# down_timer

==> down_timer/congestion_map.png <==
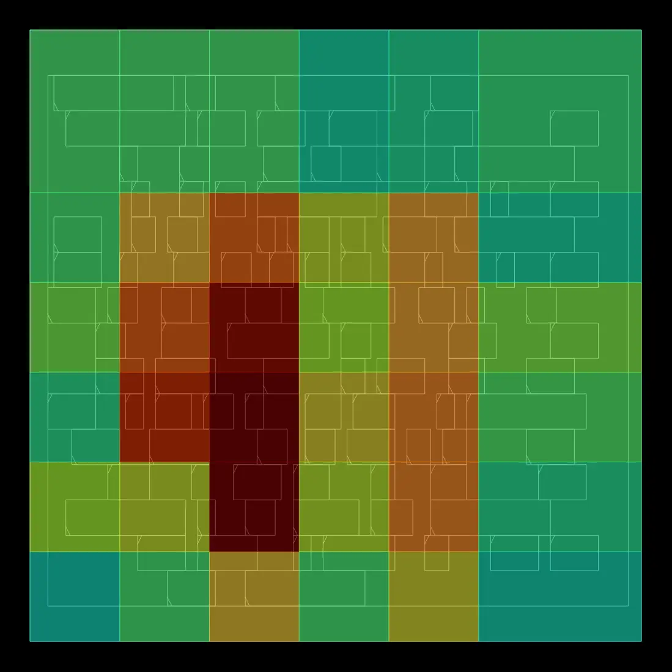

[config.mk]
export PLATFORM = sky130hd
export DESIGN_NAME = down_timer
export DESIGN_NICKNAME = d
export VERILOG_FILES = /design/src/rtl/down_timer.sv
export SDC_FILE = /design/constraint.sdc
export NUM_CORES = 1
export LEC_CHECK = 0
export CAP_MARGIN = 40
export CELL_PAD_IN_SITES_DETAIL_PLACEMENT = 1
export CELL_PAD_IN_SITES_GLOBAL_PLACEMENT = 1
export CORE_UTILIZATION = 36
export DETAILED_ROUTE_END_ITERATION = 16
export PLACE_DENSITY_LB_ADDON = 0.3
export SETUP_SLACK_MARGIN = 0.02
export SLEW_MARGIN = 20
export SYNTH_ARGS = -nofsm -noshare
export SYNTH_HDL_FRONTEND = slang
export SYNTH_SLANG_ARGS = --single-unit
[constraint.sdc]
create_clock -name clk -period 3.67 [get_ports clk]
set_input_delay 0.734 -clock clk [delete_from_list [all_inputs] [get_ports clk]]
set_output_delay 0.734 -clock clk [all_outputs]
set_load 0.01 [all_outputs]
[src/rtl/down_timer.sv]
// Programmable down-counting timer with one-cycle terminal-count pulse.
// Optional feature macro: DOWN_TIMER_AUTO_RELOAD_EN (periodic reload).
module down_timer #(
    parameter int WIDTH = 8
) (
    input  logic             clk,
    input  logic             reset_n,
    input  logic             clear,
    input  logic             load,
    input  logic [WIDTH-1:0] load_value,
    input  logic             enable,
    output logic [WIDTH-1:0] out,
    output logic             busy,
    output logic             done
);

    typedef enum logic {
        S_IDLE = 1'b0,
        S_RUN  = 1'b1
    } state_t;

    state_t           r_state;
    logic [WIDTH-1:0] r_out;
    logic [WIDTH-1:0] r_rld;
    logic             r_busy;
    logic             r_done;

    logic [WIDTH-1:0] w_dec;
    logic             w_last;
    logic             w_load_zero;
    logic             w_tick;

    // Next-count helpers; the decrement is only used when r_out > 1.
    assign w_dec       = r_out - {{(WIDTH-1){1'b0}}, 1'b1};
    assign w_last      = (r_out == {{(WIDTH-1){1'b0}}, 1'b1});
    assign w_load_zero = (load_value == '0);
    assign w_tick      = (r_state == S_RUN) && enable;

    // Control FSM: clear beats load beats enable; all outputs registered.
    always_ff @(posedge clk or negedge reset_n) begin
        if (!reset_n) begin
            r_state <= S_IDLE;
            r_out   <= '0;
            r_rld   <= '0;
            r_busy  <= 1'b0;
            r_done  <= 1'b0;
        end else begin
            r_done <= 1'b0;
            if (clear) begin
                r_state <= S_IDLE;
                r_out   <= '0;
                r_busy  <= 1'b0;
            end else if (load) begin
                r_rld <= load_value;
                if (w_load_zero) begin
                    r_state <= S_IDLE;
                    r_out   <= '0;
                    r_busy  <= 1'b0;
                    r_done  <= 1'b1;
                end else begin
                    r_state <= S_RUN;
                    r_out   <= load_value;
                    r_busy  <= 1'b1;
                end
            end else if (w_tick) begin
                if (w_last) begin
                    r_done <= 1'b1;
`ifdef DOWN_TIMER_AUTO_RELOAD_EN
                    r_out  <= r_rld;
`else
                    r_out   <= '0;
                    r_state <= S_IDLE;
                    r_busy  <= 1'b0;
`endif
                end else if (r_out != '0) begin
                    r_out <= w_dec;
                end
            end
        end
    end

    assign out  = r_out;
    assign busy = r_busy;
    assign done = r_done;

    // While running the count is nonzero and never above the start value.
    a_run_range: assert property (
        @(posedge clk) disable iff (!reset_n)
        r_busy |-> (r_out != '0 && r_out <= r_rld)
    );

    // busy mirrors the FSM state.
    a_busy_state: assert property (
        @(posedge clk) disable iff (!reset_n)
        r_busy == (r_state == S_RUN)
    );

endmodule
# tx_char_replace_flat

`src/rtl/tx_char_replace_if.sv`:
```
// Word-level port bundle between the ILA generator side and the 8b/10b encoder side
// of the transmit lane character replacement stage.
interface tx_char_replace_if;
    logic        en_i;
    logic        scr_i;
    logic [3:0]  fe_i;
    logic [3:0]  me_i;
    logic [3:0]  ki_i;
    logic [31:0] di_i;
    logic [31:0] do_o;
    logic [3:0]  ko_o;
    logic [3:0]  fe_out_o;
    logic [3:0]  me_out_o;

    modport slave (
        input  en_i, scr_i, fe_i, me_i, ki_i, di_i,
        output do_o, ko_o, fe_out_o, me_out_o
    );

    modport master (
        output en_i, scr_i, fe_i, me_i, ki_i, di_i,
        input  do_o, ko_o, fe_out_o, me_out_o
    );
endinterface

```
`src/rtl/tx_char_replace.sv`:
```
// JESD204B data-phase /F/ and /A/ substitution on a 4-octet word, octet 0 first in time.
// One register stage; the frame-end history chain across the word is resolved combinationally.
module tx_char_replace (
    input  logic               clk,
    input  logic               rst,
    tx_char_replace_if.slave   bus
);
    localparam logic [7:0] K_F = 8'hFC;
    localparam logic [7:0] K_A = 8'h7C;

    logic [31:0] do_q, do_d;
    logic [3:0]  ko_q, ko_d;
    logic [3:0]  fe_out_q;
    logic [3:0]  me_out_q;
    logic [7:0]  prev_oct_q, prev_oct_d;
    logic        prev_ctl_q, prev_ctl_d;
    logic        hist_vld_q, hist_vld_d;

    logic [7:0]  cur_oct;
    logic        cur_rep;
    logic        cur_ctl;

    // prev_*_d and hist_vld_d ripple through the word so that each frame end sees
    // the nearest earlier one, whether it sits in this word or a previous one.
    always_comb begin
        do_d       = bus.di_i;
        ko_d       = bus.ki_i;
        prev_oct_d = prev_oct_q;
        prev_ctl_d = prev_ctl_q;
        hist_vld_d = hist_vld_q;
        cur_oct    = 8'h00;
        cur_rep    = 1'b0;
        cur_ctl    = 1'b0;

        if (!bus.en_i) begin
            prev_oct_d = 8'h00;
            prev_ctl_d = 1'b0;
            hist_vld_d = 1'b0;
        end else begin
            for (int i = 0; i < 4; i++) begin
                if (bus.fe_i[i]) begin
                    cur_oct = bus.di_i[8*i +: 8];
                    cur_rep = 1'b0;
                    if (bus.ki_i[i]) begin
                        cur_ctl = 1'b1;
                    end else begin
                        if (bus.scr_i) begin
                            cur_rep = bus.me_i[i] ? (cur_oct == K_A) : (cur_oct == K_F);
                        end else begin
                            cur_rep = hist_vld_d && (cur_oct == prev_oct_d) &&
                                      (bus.me_i[i] || !prev_ctl_d);
                        end
                        if (cur_rep) begin
                            do_d[8*i +: 8] = bus.me_i[i] ? K_A : K_F;
                            ko_d[i]        = 1'b1;
                        end
                        cur_ctl = cur_rep;
                    end
                    prev_oct_d = cur_oct;
                    prev_ctl_d = cur_ctl;
                    hist_vld_d = 1'b1;
                end
            end
        end
    end

    always_ff @(posedge clk or posedge rst) begin
        if (rst) begin
            do_q       <= 32'h0;
            ko_q       <= 4'h0;
            fe_out_q   <= 4'h0;
            me_out_q   <= 4'h0;
            prev_oct_q <= 8'h00;
            prev_ctl_q <= 1'b0;
            hist_vld_q <= 1'b0;
        end else begin
            do_q       <= do_d;
            ko_q       <= ko_d;
            fe_out_q   <= bus.fe_i;
            me_out_q   <= bus.me_i;
            prev_oct_q <= prev_oct_d;
            prev_ctl_q <= prev_ctl_d;
            hist_vld_q <= hist_vld_d;
        end
    end

    assign bus.do_o     = do_q;
    assign bus.ko_o     = ko_q;
    assign bus.fe_out_o = fe_out_q;
    assign bus.me_out_o = me_out_q;
endmodule
```
`src/flat_wrapper.sv`:
```
// flat-port wrapper written by rule: the top's interface ports become plain ports
module tx_char_replace_flat 
  (clk, rst, bus_en_i, bus_scr_i, bus_fe_i, bus_me_i, bus_ki_i, bus_di_i, bus_do_o, bus_ko_o, bus_fe_out_o, bus_me_out_o);
  tx_char_replace_if bus_i ();
  input  logic clk;
  input  logic rst;
  input wire logic [$bits(bus_i.en_i)-1:0] bus_en_i;
  input wire logic [$bits(bus_i.scr_i)-1:0] bus_scr_i;
  input wire logic [$bits(bus_i.fe_i)-1:0] bus_fe_i;
  input wire logic [$bits(bus_i.me_i)-1:0] bus_me_i;
  input wire logic [$bits(bus_i.ki_i)-1:0] bus_ki_i;
  input wire logic [$bits(bus_i.di_i)-1:0] bus_di_i;
  output wire logic [$bits(bus_i.do_o)-1:0] bus_do_o;
  output wire logic [$bits(bus_i.ko_o)-1:0] bus_ko_o;
  output wire logic [$bits(bus_i.fe_out_o)-1:0] bus_fe_out_o;
  output wire logic [$bits(bus_i.me_out_o)-1:0] bus_me_out_o;
  assign bus_i.en_i = bus_en_i;
  assign bus_i.scr_i = bus_scr_i;
  assign bus_i.fe_i = bus_fe_i;
  assign bus_i.me_i = bus_me_i;
  assign bus_i.ki_i = bus_ki_i;
  assign bus_i.di_i = bus_di_i;
  assign bus_do_o = bus_i.do_o;
  assign bus_ko_o = bus_i.ko_o;
  assign bus_fe_out_o = bus_i.fe_out_o;
  assign bus_me_out_o = bus_i.me_out_o;
  tx_char_replace u_core (.clk(clk), .rst(rst), .bus(bus_i));
endmodule
```
`config.mk`:
```
export PLATFORM = sky130hd
export DESIGN_NAME = tx_char_replace_flat
export DESIGN_NICKNAME = d
export VERILOG_FILES = /design/src/rtl/tx_char_replace_if.sv /design/src/rtl/tx_char_replace.sv /design/src/flat_wrapper.sv
export SDC_FILE = /design/constraint.sdc
export NUM_CORES = 1
export LEC_CHECK = 0
export ABC_AREA = 1
export CAP_MARGIN = 20
export CORE_MARGIN = 2
export CORE_UTILIZATION = 35
export CTS_CLUSTER_DIAMETER = 30
export DETAILED_ROUTE_END_ITERATION = 8
export SLEW_MARGIN = 20
export SYNTH_ARGS = -nofsm -noshare
export SYNTH_HDL_FRONTEND = slang
export SYNTH_SLANG_ARGS = --single-unit
```
`constraint.sdc`:
```
create_clock -name clk -period 4.4 [get_ports clk]
set_input_delay 1.1 -clock clk [delete_from_list [all_inputs] [get_ports clk]]
set_output_delay 1.1 -clock clk [all_outputs]
set_load 0.005 [all_outputs]
```
# sram_arbiter

## src/rtl/audipus_sram_pkg.sv

```systemverilog
// Shared types and defaults for the audio SRAM arbiter.
// Holds the FSM state encoding, owner codes and default widths.
package audipus_sram_pkg;

    localparam int ADDR_W_DEF       = 24;
    localparam int DATA_W_DEF       = 16;
    localparam int STARVE_LIMIT_DEF = 4;

    localparam logic OWN_AUDIO = 1'b0;
    localparam logic OWN_HOST  = 1'b1;

    typedef enum logic [1:0] {
        ST_IDLE,
        ST_ISSUE,
        ST_WAIT,
        ST_DONE
    } arb_state_e;

endpackage

```

## src/rtl/sram_arb_select.sv

```systemverilog
// Winner selection between audio and host plus the starvation counter.
// Audio has priority until the host has watched STARVE_LIMIT audio grants.
module sram_arb_select
    import audipus_sram_pkg::*;
#(
    parameter int STARVE_LIMIT = STARVE_LIMIT_DEF
) (
    input  logic clk,
    input  logic reset,
    input  logic arb_en,
    input  logic aud_req,
    input  logic host_req,
    output logic grant,
    output logic sel_host
);

    localparam int CNT_W = $clog2(STARVE_LIMIT + 2);
    localparam logic [CNT_W-1:0] LIMIT = CNT_W'(STARVE_LIMIT);

    logic [CNT_W-1:0] starve_cnt_q;
    logic [CNT_W-1:0] starve_cnt_d;
    logic             starved;

    always_comb begin
        starved      = (starve_cnt_q == LIMIT);
        grant        = arb_en && (aud_req || host_req);
        sel_host     = host_req && (!aud_req || starved);
        starve_cnt_d = starve_cnt_q;
        if (arb_en) begin
            if (!host_req) begin
                starve_cnt_d = '0;
            end else if (grant && sel_host) begin
                starve_cnt_d = '0;
            end else if (grant && !starved) begin
                starve_cnt_d = starve_cnt_q + 1'b1;
            end
        end
    end

    always_ff @(posedge clk or posedge reset) begin
        if (reset) begin
            starve_cnt_q <= '0;
        end else begin
            starve_cnt_q <= starve_cnt_d;
        end
    end

endmodule

```

## src/rtl/sram_arbiter.sv

```systemverilog
// Serialises single-word transactions from audio and host onto the SRAM.
// Arbitration also runs in DONE so back-to-back grants are 4 cycles apart.
module sram_arbiter
    import audipus_sram_pkg::*;
#(
    parameter int ADDR_W       = ADDR_W_DEF,
    parameter int DATA_W       = DATA_W_DEF,
    parameter int STARVE_LIMIT = STARVE_LIMIT_DEF
) (
    input  logic              clk,
    input  logic              reset,
    input  logic              aud_req,
    input  logic              aud_we,
    input  logic [ADDR_W-1:0] aud_addr,
    input  logic [DATA_W-1:0] aud_wdata,
    output logic              aud_gnt,
    output logic              aud_done,
    input  logic              host_req,
    input  logic              host_we,
    input  logic [ADDR_W-1:0] host_addr,
    input  logic [DATA_W-1:0] host_wdata,
    output logic              host_gnt,
    output logic              host_done,
    output logic [DATA_W-1:0] rd_data,
    output logic              mem_start,
    output logic              mem_we,
    output logic [ADDR_W-1:0] mem_addr,
    output logic [DATA_W-1:0] mem_wdata,
    input  logic              mem_done,
    input  logic [DATA_W-1:0] mem_rdata,
    output logic              owner,
    output logic              busy
);

    arb_state_e        state_q, state_d;
    logic              aud_gnt_q, aud_gnt_d;
    logic              host_gnt_q, host_gnt_d;
    logic              aud_done_q, aud_done_d;
    logic              host_done_q, host_done_d;
    logic              mem_start_q, mem_start_d;
    logic              mem_we_q, mem_we_d;
    logic [ADDR_W-1:0] mem_addr_q, mem_addr_d;
    logic [DATA_W-1:0] mem_wdata_q, mem_wdata_d;
    logic [DATA_W-1:0] rd_data_q, rd_data_d;
    logic              owner_q, owner_d;
    logic              busy_q, busy_d;

    logic arb_en;
    logic grant;
    logic sel_host;

    assign arb_en = (state_q == ST_IDLE) || (state_q == ST_DONE);

    sram_arb_select #(
        .STARVE_LIMIT(STARVE_LIMIT)
    ) u_select (
        .clk     (clk),
        .reset   (reset),
        .arb_en  (arb_en),
        .aud_req (aud_req),
        .host_req(host_req),
        .grant   (grant),
        .sel_host(sel_host)
    );

    always_comb begin
        state_d     = state_q;
        aud_gnt_d   = 1'b0;
        host_gnt_d  = 1'b0;
        aud_done_d  = 1'b0;
        host_done_d = 1'b0;
        mem_start_d = 1'b0;
        mem_we_d    = mem_we_q;
        mem_addr_d  = mem_addr_q;
        mem_wdata_d = mem_wdata_q;
        rd_data_d   = rd_data_q;
        owner_d     = owner_q;
        busy_d      = busy_q;
        unique case (state_q)
            ST_IDLE, ST_DONE: begin
                state_d = ST_IDLE;
                busy_d  = 1'b0;
                if (grant) begin
                    state_d    = ST_ISSUE;
                    busy_d     = 1'b1;
                    owner_d    = sel_host ? OWN_HOST : OWN_AUDIO;
                    aud_gnt_d  = !sel_host;
                    host_gnt_d = sel_host;
                    if (sel_host) begin
                        mem_we_d    = host_we;
                        mem_addr_d  = host_addr;
                        mem_wdata_d = host_wdata;
                    end else begin
                        mem_we_d    = aud_we;
                        mem_addr_d  = aud_addr;
                        mem_wdata_d = aud_wdata;
                    end
                end
            end
            ST_ISSUE: begin
                mem_start_d = 1'b1;
                state_d     = ST_WAIT;
            end
            ST_WAIT: begin
                if (mem_done) begin
                    if (!mem_we_q) begin
                        rd_data_d = mem_rdata;
                    end
                    aud_done_d  = (owner_q == OWN_AUDIO);
                    host_done_d = (owner_q == OWN_HOST);
                    state_d     = ST_DONE;
                end
            end
            default: begin
                state_d = ST_IDLE;
            end
        endcase
    end

    always_ff @(posedge clk or posedge reset) begin
        if (reset) begin
            state_q     <= ST_IDLE;
            aud_gnt_q   <= 1'b0;
            host_gnt_q  <= 1'b0;
            aud_done_q  <= 1'b0;
            host_done_q <= 1'b0;
            mem_start_q <= 1'b0;
            mem_we_q    <= 1'b0;
            mem_addr_q  <= '0;
            mem_wdata_q <= '0;
            rd_data_q   <= '0;
            owner_q     <= OWN_AUDIO;
            busy_q      <= 1'b0;
        end else begin
            state_q     <= state_d;
            aud_gnt_q   <= aud_gnt_d;
            host_gnt_q  <= host_gnt_d;
            aud_done_q  <= aud_done_d;
            host_done_q <= host_done_d;
            mem_start_q <= mem_start_d;
            mem_we_q    <= mem_we_d;
            mem_addr_q  <= mem_addr_d;
            mem_wdata_q <= mem_wdata_d;
            rd_data_q   <= rd_data_d;
            owner_q     <= owner_d;
            busy_q      <= busy_d;
        end
    end

    assign aud_gnt   = aud_gnt_q;
    assign host_gnt  = host_gnt_q;
    assign aud_done  = aud_done_q;
    assign host_done = host_done_q;
    assign mem_start = mem_start_q;
    assign mem_we    = mem_we_q;
    assign mem_addr  = mem_addr_q;
    assign mem_wdata = mem_wdata_q;
    assign rd_data   = rd_data_q;
    assign owner     = owner_q;
    assign busy      = busy_q;

endmodule

```

## config.mk

```make
export PLATFORM = sky130hd
export DESIGN_NAME = sram_arbiter
export DESIGN_NICKNAME = d
export VERILOG_FILES = /design/src/rtl/audipus_sram_pkg.sv /design/src/rtl/sram_arb_select.sv /design/src/rtl/sram_arbiter.sv
export SDC_FILE = /design/constraint.sdc
export NUM_CORES = 1
export LEC_CHECK = 0
export CAP_MARGIN = 5
export CORE_UTILIZATION = 39
export CTS_CLUSTER_DIAMETER = 40
export DETAILED_ROUTE_END_ITERATION = 6
export PLACE_DENSITY = 0.81
export SLEW_MARGIN = 20
export SYNTH_ARGS = -nofsm -noshare
export SYNTH_HDL_FRONTEND = slang
export SYNTH_SLANG_ARGS = --single-unit
```

## constraint.sdc

```tcl
create_clock -name clk -period 2.7 [get_ports clk]
set_input_delay 0.675 -clock clk [delete_from_list [all_inputs] [get_ports clk]]
set_output_delay 0.675 -clock clk [all_outputs]
set_load 0.02 [all_outputs]
```

# cmp_lteq_sched_flat

==> src/rtl/cmp_lteq_sched_pkg.sv <==
// cmp_sched_pkg: shared constants and operand/result record types for the comparator scheduler
package cmp_sched_pkg;
  localparam int DEF_WIDTH = 32;
  localparam int MAX_IDW = 4;
  typedef struct packed {
    logic [DEF_WIDTH-1:0] a;
    logic [DEF_WIDTH-1:0] b;
  } cmp_op_t;
  typedef struct packed {
    logic [MAX_IDW-1:0] id;
    logic               lteq;
  } cmp_rsp_t;
endpackage

==> src/rtl/cmp_lteq_sched_if.sv <==
// cmp_lteq_sched_if: requester operand channels and tagged response channel of the comparator scheduler
interface cmp_lteq_sched_if
  import cmp_sched_pkg::*;
#(
  parameter int NREQ  = 4,
  parameter int WIDTH = DEF_WIDTH
) ();
  localparam int IDW = $clog2(NREQ);
  logic [NREQ-1:0]       req_valid;
  logic [NREQ-1:0]       req_ready;
  logic [NREQ*WIDTH-1:0] req_a;
  logic [NREQ*WIDTH-1:0] req_b;
  logic                  rsp_valid;
  logic                  rsp_ready;
  logic [IDW-1:0]        rsp_id;
  logic                  rsp_lteq;
  modport master (
    output req_valid, req_a, req_b, rsp_ready,
    input  req_ready, rsp_valid, rsp_id, rsp_lteq
  );
  modport slave (
    input  req_valid, req_a, req_b, rsp_ready,
    output req_ready, rsp_valid, rsp_id, rsp_lteq
  );
endinterface

==> src/rtl/cmp_lteq_sched_cmp.sv <==
// cmp_lteq_u: purely combinational unsigned a <= b comparator, swappable for a gate-level netlist
module cmp_lteq_u
  import cmp_sched_pkg::*;
#(
  parameter int WIDTH = DEF_WIDTH
) (
  input  logic [WIDTH-1:0] a,
  input  logic [WIDTH-1:0] b,
  output logic             lteq
);
  assign lteq = a <= b;
endmodule

==> src/rtl/cmp_lteq_sched.sv <==
// cmp_lteq_sched: round-robin scheduler sharing one unsigned <= comparator; CMP_SCHED_RESULT_REG_EN adds a result register stage
module cmp_lteq_sched
  import cmp_sched_pkg::*;
#(
  parameter int NREQ  = 4,
  parameter int WIDTH = DEF_WIDTH
) (
  input logic             clk,
  input logic             rst,
  cmp_lteq_sched_if.slave bus
);
  localparam int IDW = $clog2(NREQ);
  logic [IDW-1:0]   last_q, last_d, win, idx;
  logic [IDW-1:0]   id_q, id_d;
  logic [WIDTH-1:0] a_q, a_d, b_q, b_d;
  logic             occ_q, occ_d, any, can_acc, drain, xfer, lteq;

  cmp_lteq_u #(.WIDTH(WIDTH)) u_cmp (.a(a_q), .b(b_q), .lteq(lteq));

  // first valid requester searching from the one after the last grant
  always_comb begin
    win = last_q;
    idx = last_q;
    any = 1'b0;
    for (int k = 1; k <= NREQ; k++) begin
      idx = IDW'((int'(last_q) + k) % NREQ);
      if (!any && bus.req_valid[idx]) begin
        any = 1'b1;
        win = idx;
      end
    end
  end

  // grant, operand capture and pointer advance happen only on an actual transfer
  always_comb begin
    xfer = any && can_acc && !rst;
    bus.req_ready = xfer ? (NREQ'(1) << win) : '0;
    a_d = a_q;
    b_d = b_q;
    for (int i = 0; i < NREQ; i++) begin
      if (xfer && win == IDW'(i)) begin
        a_d = bus.req_a[i*WIDTH +: WIDTH];
        b_d = bus.req_b[i*WIDTH +: WIDTH];
      end
    end
    id_d = xfer ? win : id_q;
    last_d = xfer ? win : last_q;
    occ_d = xfer || (occ_q && !drain);
  end

  // operand stage and round-robin pointer
  always_ff @(posedge clk) begin
    if (rst) begin
      last_q <= IDW'(NREQ - 1);
      occ_q <= 1'b0;
      a_q <= '0;
      b_q <= '0;
      id_q <= '0;
    end else begin
      last_q <= last_d;
      occ_q <= occ_d;
      a_q <= a_d;
      b_q <= b_d;
      id_q <= id_d;
    end
  end

`ifdef CMP_SCHED_RESULT_REG_EN
  logic     res_occ_q, res_occ_d;
  cmp_rsp_t res_q, res_d;

  // result stage loads when empty or draining; the operand stage drains into it
  always_comb begin
    drain = occ_q && (!res_occ_q || bus.rsp_ready);
    can_acc = !occ_q || drain;
    res_occ_d = drain || (res_occ_q && !bus.rsp_ready);
    res_d = drain ? '{id: MAX_IDW'(id_q), lteq: lteq} : res_q;
    bus.rsp_valid = res_occ_q;
    bus.rsp_id = IDW'(res_q.id);
    bus.rsp_lteq = res_q.lteq;
  end

  // result register so the comparator path ends at a flop
  always_ff @(posedge clk) begin
    if (rst) begin
      res_occ_q <= 1'b0;
      res_q <= '0;
    end else begin
      res_occ_q <= res_occ_d;
      res_q <= res_d;
    end
  end
`else
  // response comes straight from the operand stage; lteq gated so an idle stage reads 0
  always_comb begin
    drain = occ_q && bus.rsp_ready;
    can_acc = !occ_q || bus.rsp_ready;
    bus.rsp_valid = occ_q;
    bus.rsp_id = id_q;
    bus.rsp_lteq = occ_q && lteq;
  end
`endif
endmodule

==> src/flat_wrapper.sv <==
// flat-port wrapper written by rule: the top's interface ports become plain ports
module cmp_lteq_sched_flat import cmp_sched_pkg::*;
#(
  parameter int NREQ  = 4,
  parameter int WIDTH = DEF_WIDTH
)
  (clk, rst, bus_req_valid, bus_req_a, bus_req_b, bus_rsp_ready, bus_req_ready, bus_rsp_valid, bus_rsp_id, bus_rsp_lteq);
  cmp_lteq_sched_if #(.NREQ(NREQ), .WIDTH(WIDTH)) bus_i ();
  input logic clk;
  input logic rst;
  input wire logic [$bits(bus_i.req_valid)-1:0] bus_req_valid;
  input wire logic [$bits(bus_i.req_a)-1:0] bus_req_a;
  input wire logic [$bits(bus_i.req_b)-1:0] bus_req_b;
  input wire logic [$bits(bus_i.rsp_ready)-1:0] bus_rsp_ready;
  output wire logic [$bits(bus_i.req_ready)-1:0] bus_req_ready;
  output wire logic [$bits(bus_i.rsp_valid)-1:0] bus_rsp_valid;
  output wire logic [$bits(bus_i.rsp_id)-1:0] bus_rsp_id;
  output wire logic [$bits(bus_i.rsp_lteq)-1:0] bus_rsp_lteq;
  assign bus_i.req_valid = bus_req_valid;
  assign bus_i.req_a = bus_req_a;
  assign bus_i.req_b = bus_req_b;
  assign bus_i.rsp_ready = bus_rsp_ready;
  assign bus_req_ready = bus_i.req_ready;
  assign bus_rsp_valid = bus_i.rsp_valid;
  assign bus_rsp_id = bus_i.rsp_id;
  assign bus_rsp_lteq = bus_i.rsp_lteq;
  cmp_lteq_sched #(.NREQ(NREQ), .WIDTH(WIDTH)) u_core (.clk(clk), .rst(rst), .bus(bus_i));
endmodule
==> config.mk <==
export PLATFORM = sky130hd
export DESIGN_NAME = cmp_lteq_sched_flat
export DESIGN_NICKNAME = d
export VERILOG_FILES = /design/src/rtl/cmp_lteq_sched_pkg.sv /design/src/rtl/cmp_lteq_sched_if.sv /design/src/rtl/cmp_lteq_sched_cmp.sv /design/src/rtl/cmp_lteq_sched.sv /design/src/flat_wrapper.sv
export SDC_FILE = /design/constraint.sdc
export NUM_CORES = 1
export LEC_CHECK = 0
export ABC_AREA = 1
export CAP_MARGIN = 20
export CORE_ASPECT_RATIO = 0.75
export CORE_MARGIN = 8
export CORE_UTILIZATION = 30
export CTS_CLUSTER_SIZE = 40
export DETAILED_ROUTE_END_ITERATION = 8
export GPL_ROUTABILITY_DRIVEN = 0
export GPL_TIMING_DRIVEN = 1
export PLACE_DENSITY = 0.69
export SLEW_MARGIN = 10
export SYNTH_ARGS = -nofsm -noshare
export SYNTH_HDL_FRONTEND = slang
export SYNTH_SLANG_ARGS = --single-unit
export TNS_END_PERCENT = 20
==> constraint.sdc <==
create_clock -name clk -period 2.3 [get_ports clk]
set_input_delay 0.345 -clock clk [delete_from_list [all_inputs] [get_ports clk]]
set_output_delay 0.345 -clock clk [all_outputs]
set_load 0.02 [all_outputs]

## Gallery

Nets reached from selected ports.
image #1
Scale: 4 px per µm.
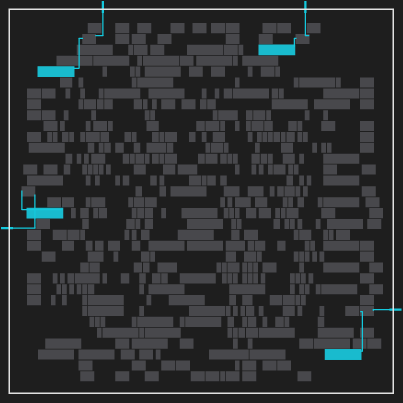
image #2
Scale: 2 px per µm.
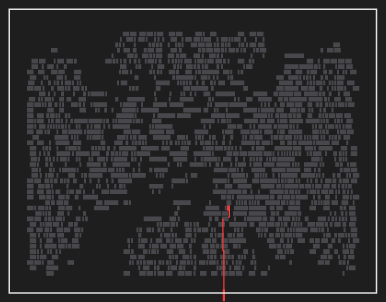
image #3
Scale: 8 px per µm.
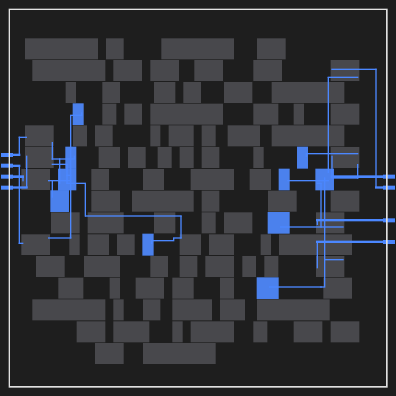
image #4
Scale: 4 px per µm.
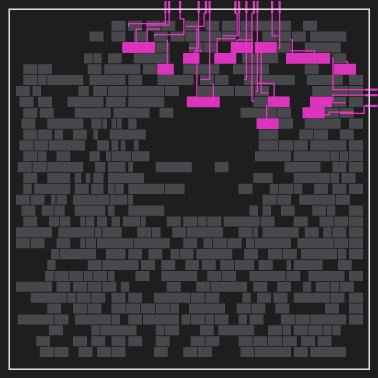
| picture | from |
|---|---|
| image #4 | sram_arbiter |
| image #1 | tx_char_replace_flat |
| image #2 | cmp_lteq_sched_flat |
| image #3 | down_timer |

==> tx_char_replace_flat/layers.png <==
Scale: 4 px per µm.
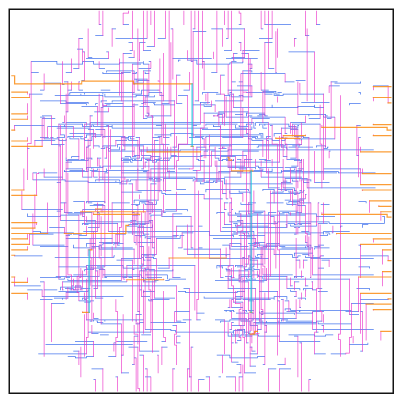
[blue] M1 | wire length: 3480 µm
[orange] M3 | wire length: 390 µm
[magenta] M2 | wire length: 3850 µm
[cyan] M4 | wire length: 66.6 µm

==> GITHUB_STEP_SUMMARY, tx_char_replace_flat <==
## Synthesis and layout report

| Metric | Value |
|---|---|
| Status | `finished clean` |
| Num tapcells | `105` |
| Worst-case clock buffer depth | `2` |
| Power Clock | `0.291 mW` |
| Overflow after GRT | `0` |
| Dominant kind of cell | `sequential cells` |
| Dominant flop cell | `dfrtp_1` |
| Unique masters post-synth | `31` |
| CTS H-tree depth | `2` |
| Comb/total area | `31.9%` |
| Final tally of max-slew violations | `0` |
| Top sig layer | `met4` |
| Buf/Inv on CP | `2` |
| Final Util | `49.7%` |
| Vias in the first global route | `2557` |
| MaxCap Viol Count | `0` |
| Ys flops | `54` |
| Yosys adder share | `0%` |
| Reg2reg setup slack | `2.37 ns` |
| Worst VDD drop | `0.110 mV` |
| Die Y | `95.7 µm` |
| Vias per cell | `4.61` |
| Sw frac | `29.6%` |
| Metal1 wirelength | `3480 µm` |
| Proportion of cell area occupied by registers | `33.3%` |
| MI comb cells | `246` |
| Worst slew margin | `48.4%` |
| Inverters | `61` |
| Cell count listed in synth_stat.txt | `368` |
| Reg2reg path depth | `15` |
| Tool warning count | `26` |
| Rows | `33` |
| Comb group | `0.258 mW` |
| EDFF count, synth | `0` |
| CTS clk-pin slew, worst paths | `0.11 ns` |
| Post-DRT Antenna Nets | `0` |
| Largest area contributor in the netlist | `dfrtp_1` |
| Comb area leader | `simple AND/OR/NAND/NOR gates` |
| Gpl congestion | `0.911` |
| Slew @ Worst Pin | `0.771 ns` |
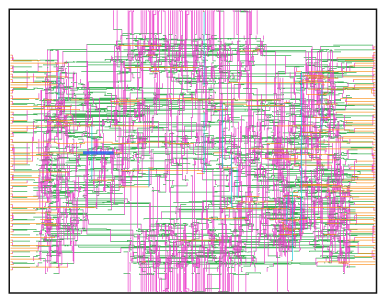
(cmp_lteq_sched_flat/layers.png)
Scale: 2 px per µm.
[orange] M3 | wire length: 2570 µm
[blue] M5 | wire length: 13.8 µm
[magenta] M2 | wire length: 13500 µm
[green] M1 | wire length: 13700 µm
[cyan] M4 | wire length: 345 µm
final wirelength: 30100 µm
via count: 8049

==> GITHUB_STEP_SUMMARY, cmp_lteq_sched_flat <==
## Synthesis and layout report

| Metric | Value |
|---|---|
| Metal1 wirelength | `13700 µm` |
| Failing checks | `negative setup slack` |
| Cts hold-fix bufs | `0` |
| Mux area share | `0%` |
| Clk Tree Root Cell | `clkbuf_16` |
| Worst setup endpoint | `bus_req_ready[1]` |
| Met2 usage | `31.0%` |
| Sequential cell count | `69` |
| Largest net degree at the start of global routing | `43` |
| Sw Pwr | `7.26 mW` |
| Critical path, cell by cell | `buf_6 > nand2_4 > nand2_4 > nand2_4 > nand2_4 > nor2_4 > nand3_4 > nand2_8 > buf_6 > nor2_4 > nand2_4 > inv_2 > buf_6` |
| Clkbuf count | `15` |
| Sw frac | `50.4%` |
| Worst slew margin | `63.0%` |
| Gates resized, CTS repair | `55` |
| Final tally of max-slew violations | `0` |
| Share of cells above drive strength 1 | `17.5%` |
| Synth Area in Simple Gates | `36.5%` |
| Met3 Use GR | `6.21%` |
| Endpoints failing setup | `64` |
| Net count after synthesis | `1409` |
| Status | `finished with violations` |
| Non-CTS buffers | `356` |
| Hold Path Sink | `u_core.b_q[10]` |
| PnR worst setup slack | `-0.127 ns` |
| YS chip area | `6270 µm²` |
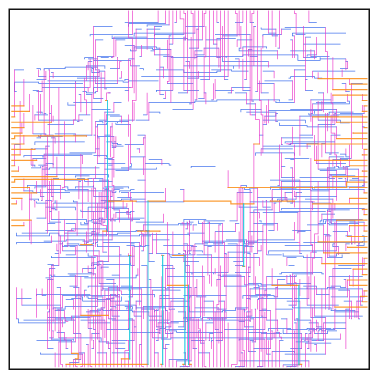
(sram_arbiter/layers.png)
Scale: 4 px per µm.
[blue] M1 | wire length: 3440 µm
[magenta] M2 | wire length: 4260 µm
[cyan] M4 | wire length: 209 µm
[orange] M3 | wire length: 468 µm

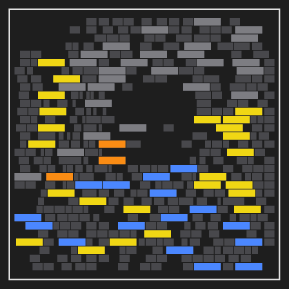
(sram_arbiter/ff_map.png)
Scale: 3 px per µm. Other sequential cells in the stronger grey, the rest of the logic in the fainter grey.
[yellow] `mem_addr` | sequential cells: 24
[blue] `mem_wdata` | sequential cells: 16
[orange] `u_select.starve_cnt_q` | sequential cells: 3
Final Util: 66.6%
register area: 1730 µm²
P_seq: 1.78 mW

==> GITHUB_STEP_SUMMARY, sram_arbiter <==
## Synthesis and layout report

| Metric | Value |
|---|---|
| Status | `finished clean` |
| Yosys warnings | `0` |
| MI comb cells | `129` |
| Top sig layer | `met4` |
| Yosys adder share | `1.67%` |
| Core area | `7330 µm²` |
| Power, Total | `5.80 mW` |
| Reg2reg setup slack | `0.75 ns` |
| Reg2reg path depth | `5` |
| Endpoints failing setup | `0` |
| Mapped Cells | `220` |
| M1 GR Usage | `25.2%` |
| WHS | `0.484 ns` |
| Unique masters post-synth | `30` |
| Met3 Use GR | `3.93%` |
| Post-Place Cells | `476` |
| First-pass GRT wire length | `12500 µm` |
| Chip area | `8030 µm²` |
| Largest area contributor in the netlist | `dfrtp_1` |
| Final Critical Period | `2.12 ns` |
| Net count after synthesis | `327` |
| Diode count | `0` |
| Async set-reset flop share out of synthesis | `100%` |
| Die Y | `89.6 µm` |
| Slew @ Worst Pin | `0.861 ns` |
| DRC errors left | `0` |
| Avg Cell Area, Syn | `13.6 µm²` |
| Dominant kind of cell | `sequential cells` |
| Synth top cells by count | `dfrtp_1 (69), a221o_1 (41), and2_0 (37)` |
| Dpl hpwl | `5990 µm` |
| Area post-placement | `4710 µm²` |
| RSZ-0062 raised after global routing | `false` |
| Final non-clock buffer share | `35.4%` |
| Mux area share | `7.27%` |
| Clock sinks | `69` |
| Dominant flop cell | `dfrtp_1` |
| Rows | `31` |
| Met3 WL | `467 µm` |
| Clk tree area frac | `3.38%` |
| GRT Overall Usage | `20.9%` |
| # IOs | `167` |
| Area Overhead vs Synth | `63.0%` |
| Gpl congestion | `0.764` |
| Metal1 wirelength | `3440 µm` |
| Vias per cell | `5.11` |
| Port-buffer cells | `166` |
| # fillers | `530` |
| Worst path depth | `4` |
| Buf/Inv on CP | `1` |
| Worst Path Required | `2.91 ns` |
| Worst Setup Slack post-DPL | `0.214 ns` |
| Sequential cell count | `69` |
| CTS H-tree depth | `3` |
| TritonCTS buffer count | `9` |
| RR Startpoint | `state_q[0]` |
| CTS clk-pin slew, worst paths | `0.06 ns` |
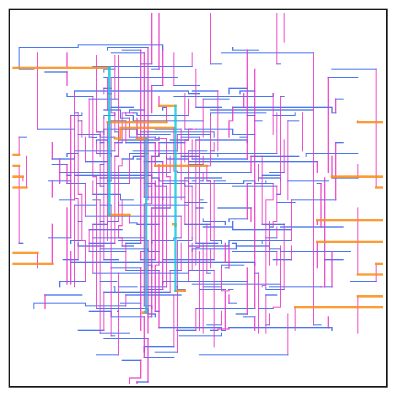
(down_timer/layers.png)
Scale: 8 px per µm.
[cyan] M4 | wire length: 63.2 µm
[orange] M3 | wire length: 97.4 µm
[blue] M1 | wire length: 966 µm
[magenta] M2 | wire length: 1160 µm

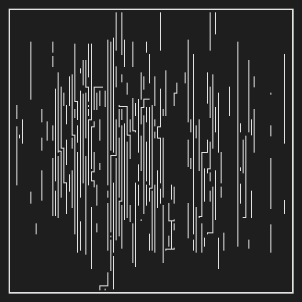
(down_timer/m2.png)
Scale: 6 px per µm.
nets with wire on the layer: 110
share of all routed wire: 51%

Notes on down_timer/congestion_map.png above:
met2 usage: 41.7%
GRT Overall Usage: 24.4%
GRT Max-Usage Layer: met2

==> GITHUB_STEP_SUMMARY, down_timer <==
## Synthesis and layout report

| Metric | Value |
|---|---|
| Post-synthesis xor/xnor area fraction | `0%` |
| Sw Pwr | `0.107 mW` |
| Unique masters post-synth | `34` |
| Comb/total area | `44.5%` |
| MI comb area | `444 µm²` |
| Tool warning count | `28` |
| Setup crit end kind | `flip-flop` |
| Chip area | `2210 µm²` |
| Post-CTS Repair Setup Buffers | `0` |
| CTS tree | `built` |
| Buf/Inv on CP | `2` |
| Antenna violations before repair | `0` |
| Final Hold Fails | `0` |
| P_seq | `0.128 mW` |
| Wire length per cell | `18.2 µm` |
| Register area share after synthesis | `34.3%` |
| Worst path depth | `5` |
| Cts hold-fix bufs | `0` |
| Post-DRT Antenna Nets | `0` |
| Area post-placement | `961 µm²` |
| Peak Freq | `0.465 GHz` |
| Endpoints failing setup | `0` |
| Port-buffer cells | `22` |
| Initial DRC Count | `19` |
| Status | `finished clean` |
| Worst Setup Slack post-DPL | `1.29 ns` |
| MI comb cells | `61` |
| M1 GR Usage | `29.3%` |
| Fp util | `40.1%` |
| Final tally of max-slew violations | `0` |
| Gates resized, CTS repair | `0` |
| Synth Area in Simple Gates | `24.2%` |
| Comb area leader | `AND-OR/OR-AND gates` |
| Final Skew | `0.00592 ns` |
| Yosys warnings | `0` |
| Power, Total | `0.332 mW` |
| Diode count | `0` |


==> notes/layouts.md <==
Pictures saved along the way, in no particular order.

I/O pins on the die edge.
(a)
Scale: 3 px per µm. Pins as bars across the die edge, other pins in grey.
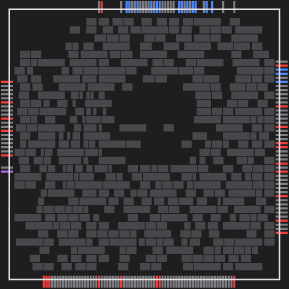
(b)
Scale: 3 px per µm. Pins as bars across the die edge, other pins in grey.
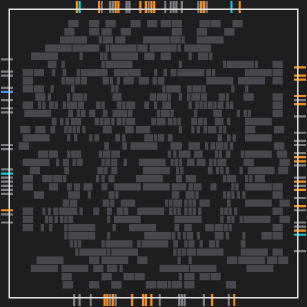
(c)
Scale: 6 px per µm. Pins as bars across the die edge, other pins in grey.
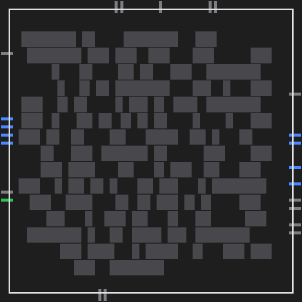
(d)
Scale: 1.5 px per µm. Pins as bars across the die edge, other pins in grey.
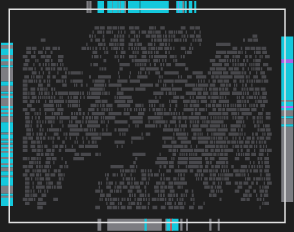
The one with the largest die is (d).
The one with the most pins is (d).
- (d) = cmp_lteq_sched_flat
- (b) = tx_char_replace_flat
- (c) = down_timer
- (a) = sram_arbiter

Key to (b):
[orange] `bus_do_o` | pins: 32 | direction: output | edge: 11 right, 11 top, 9 bottom, 1 left
[blue] `bus_en_i` | pins: 1 | direction: input | edge: left
[cyan] `bus_me_out_o` | pins: 4 | direction: output | edge: 2 top, 1 right, 1 left


==> notes/layouts.md <==
Pictures saved along the way, in no particular order.

Routing congestion.
Plate I
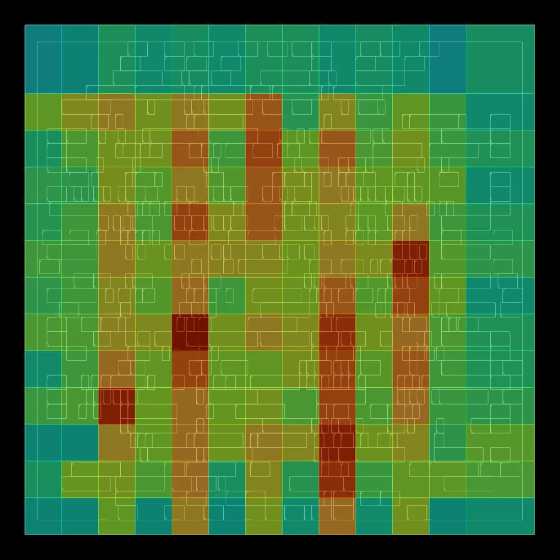
Plate II
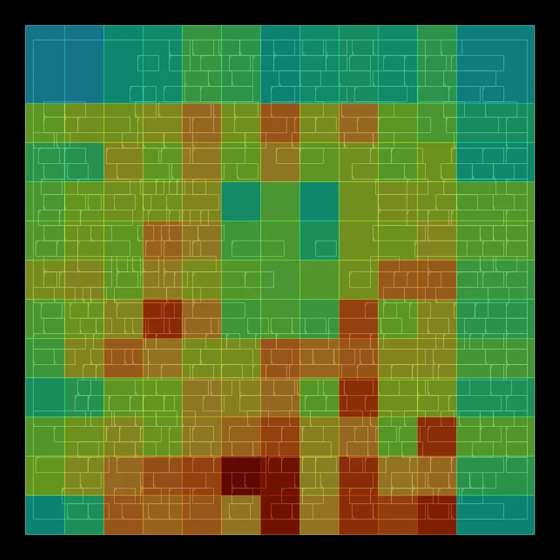
Plate III
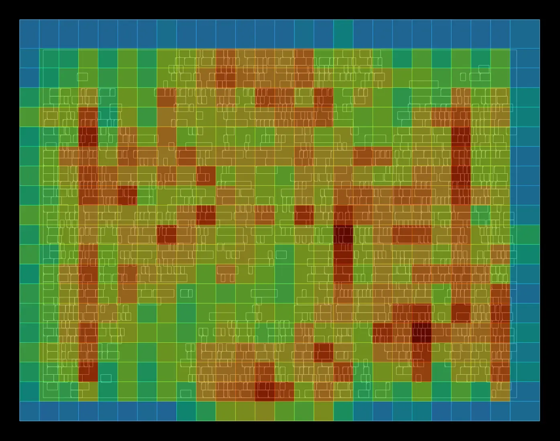
- highest utilization: Plate II
Plate II comes from sram_arbiter.
Plate I comes from tx_char_replace_flat.
Plate III comes from cmp_lteq_sched_flat.

Power and IR drop assume default switching activity.
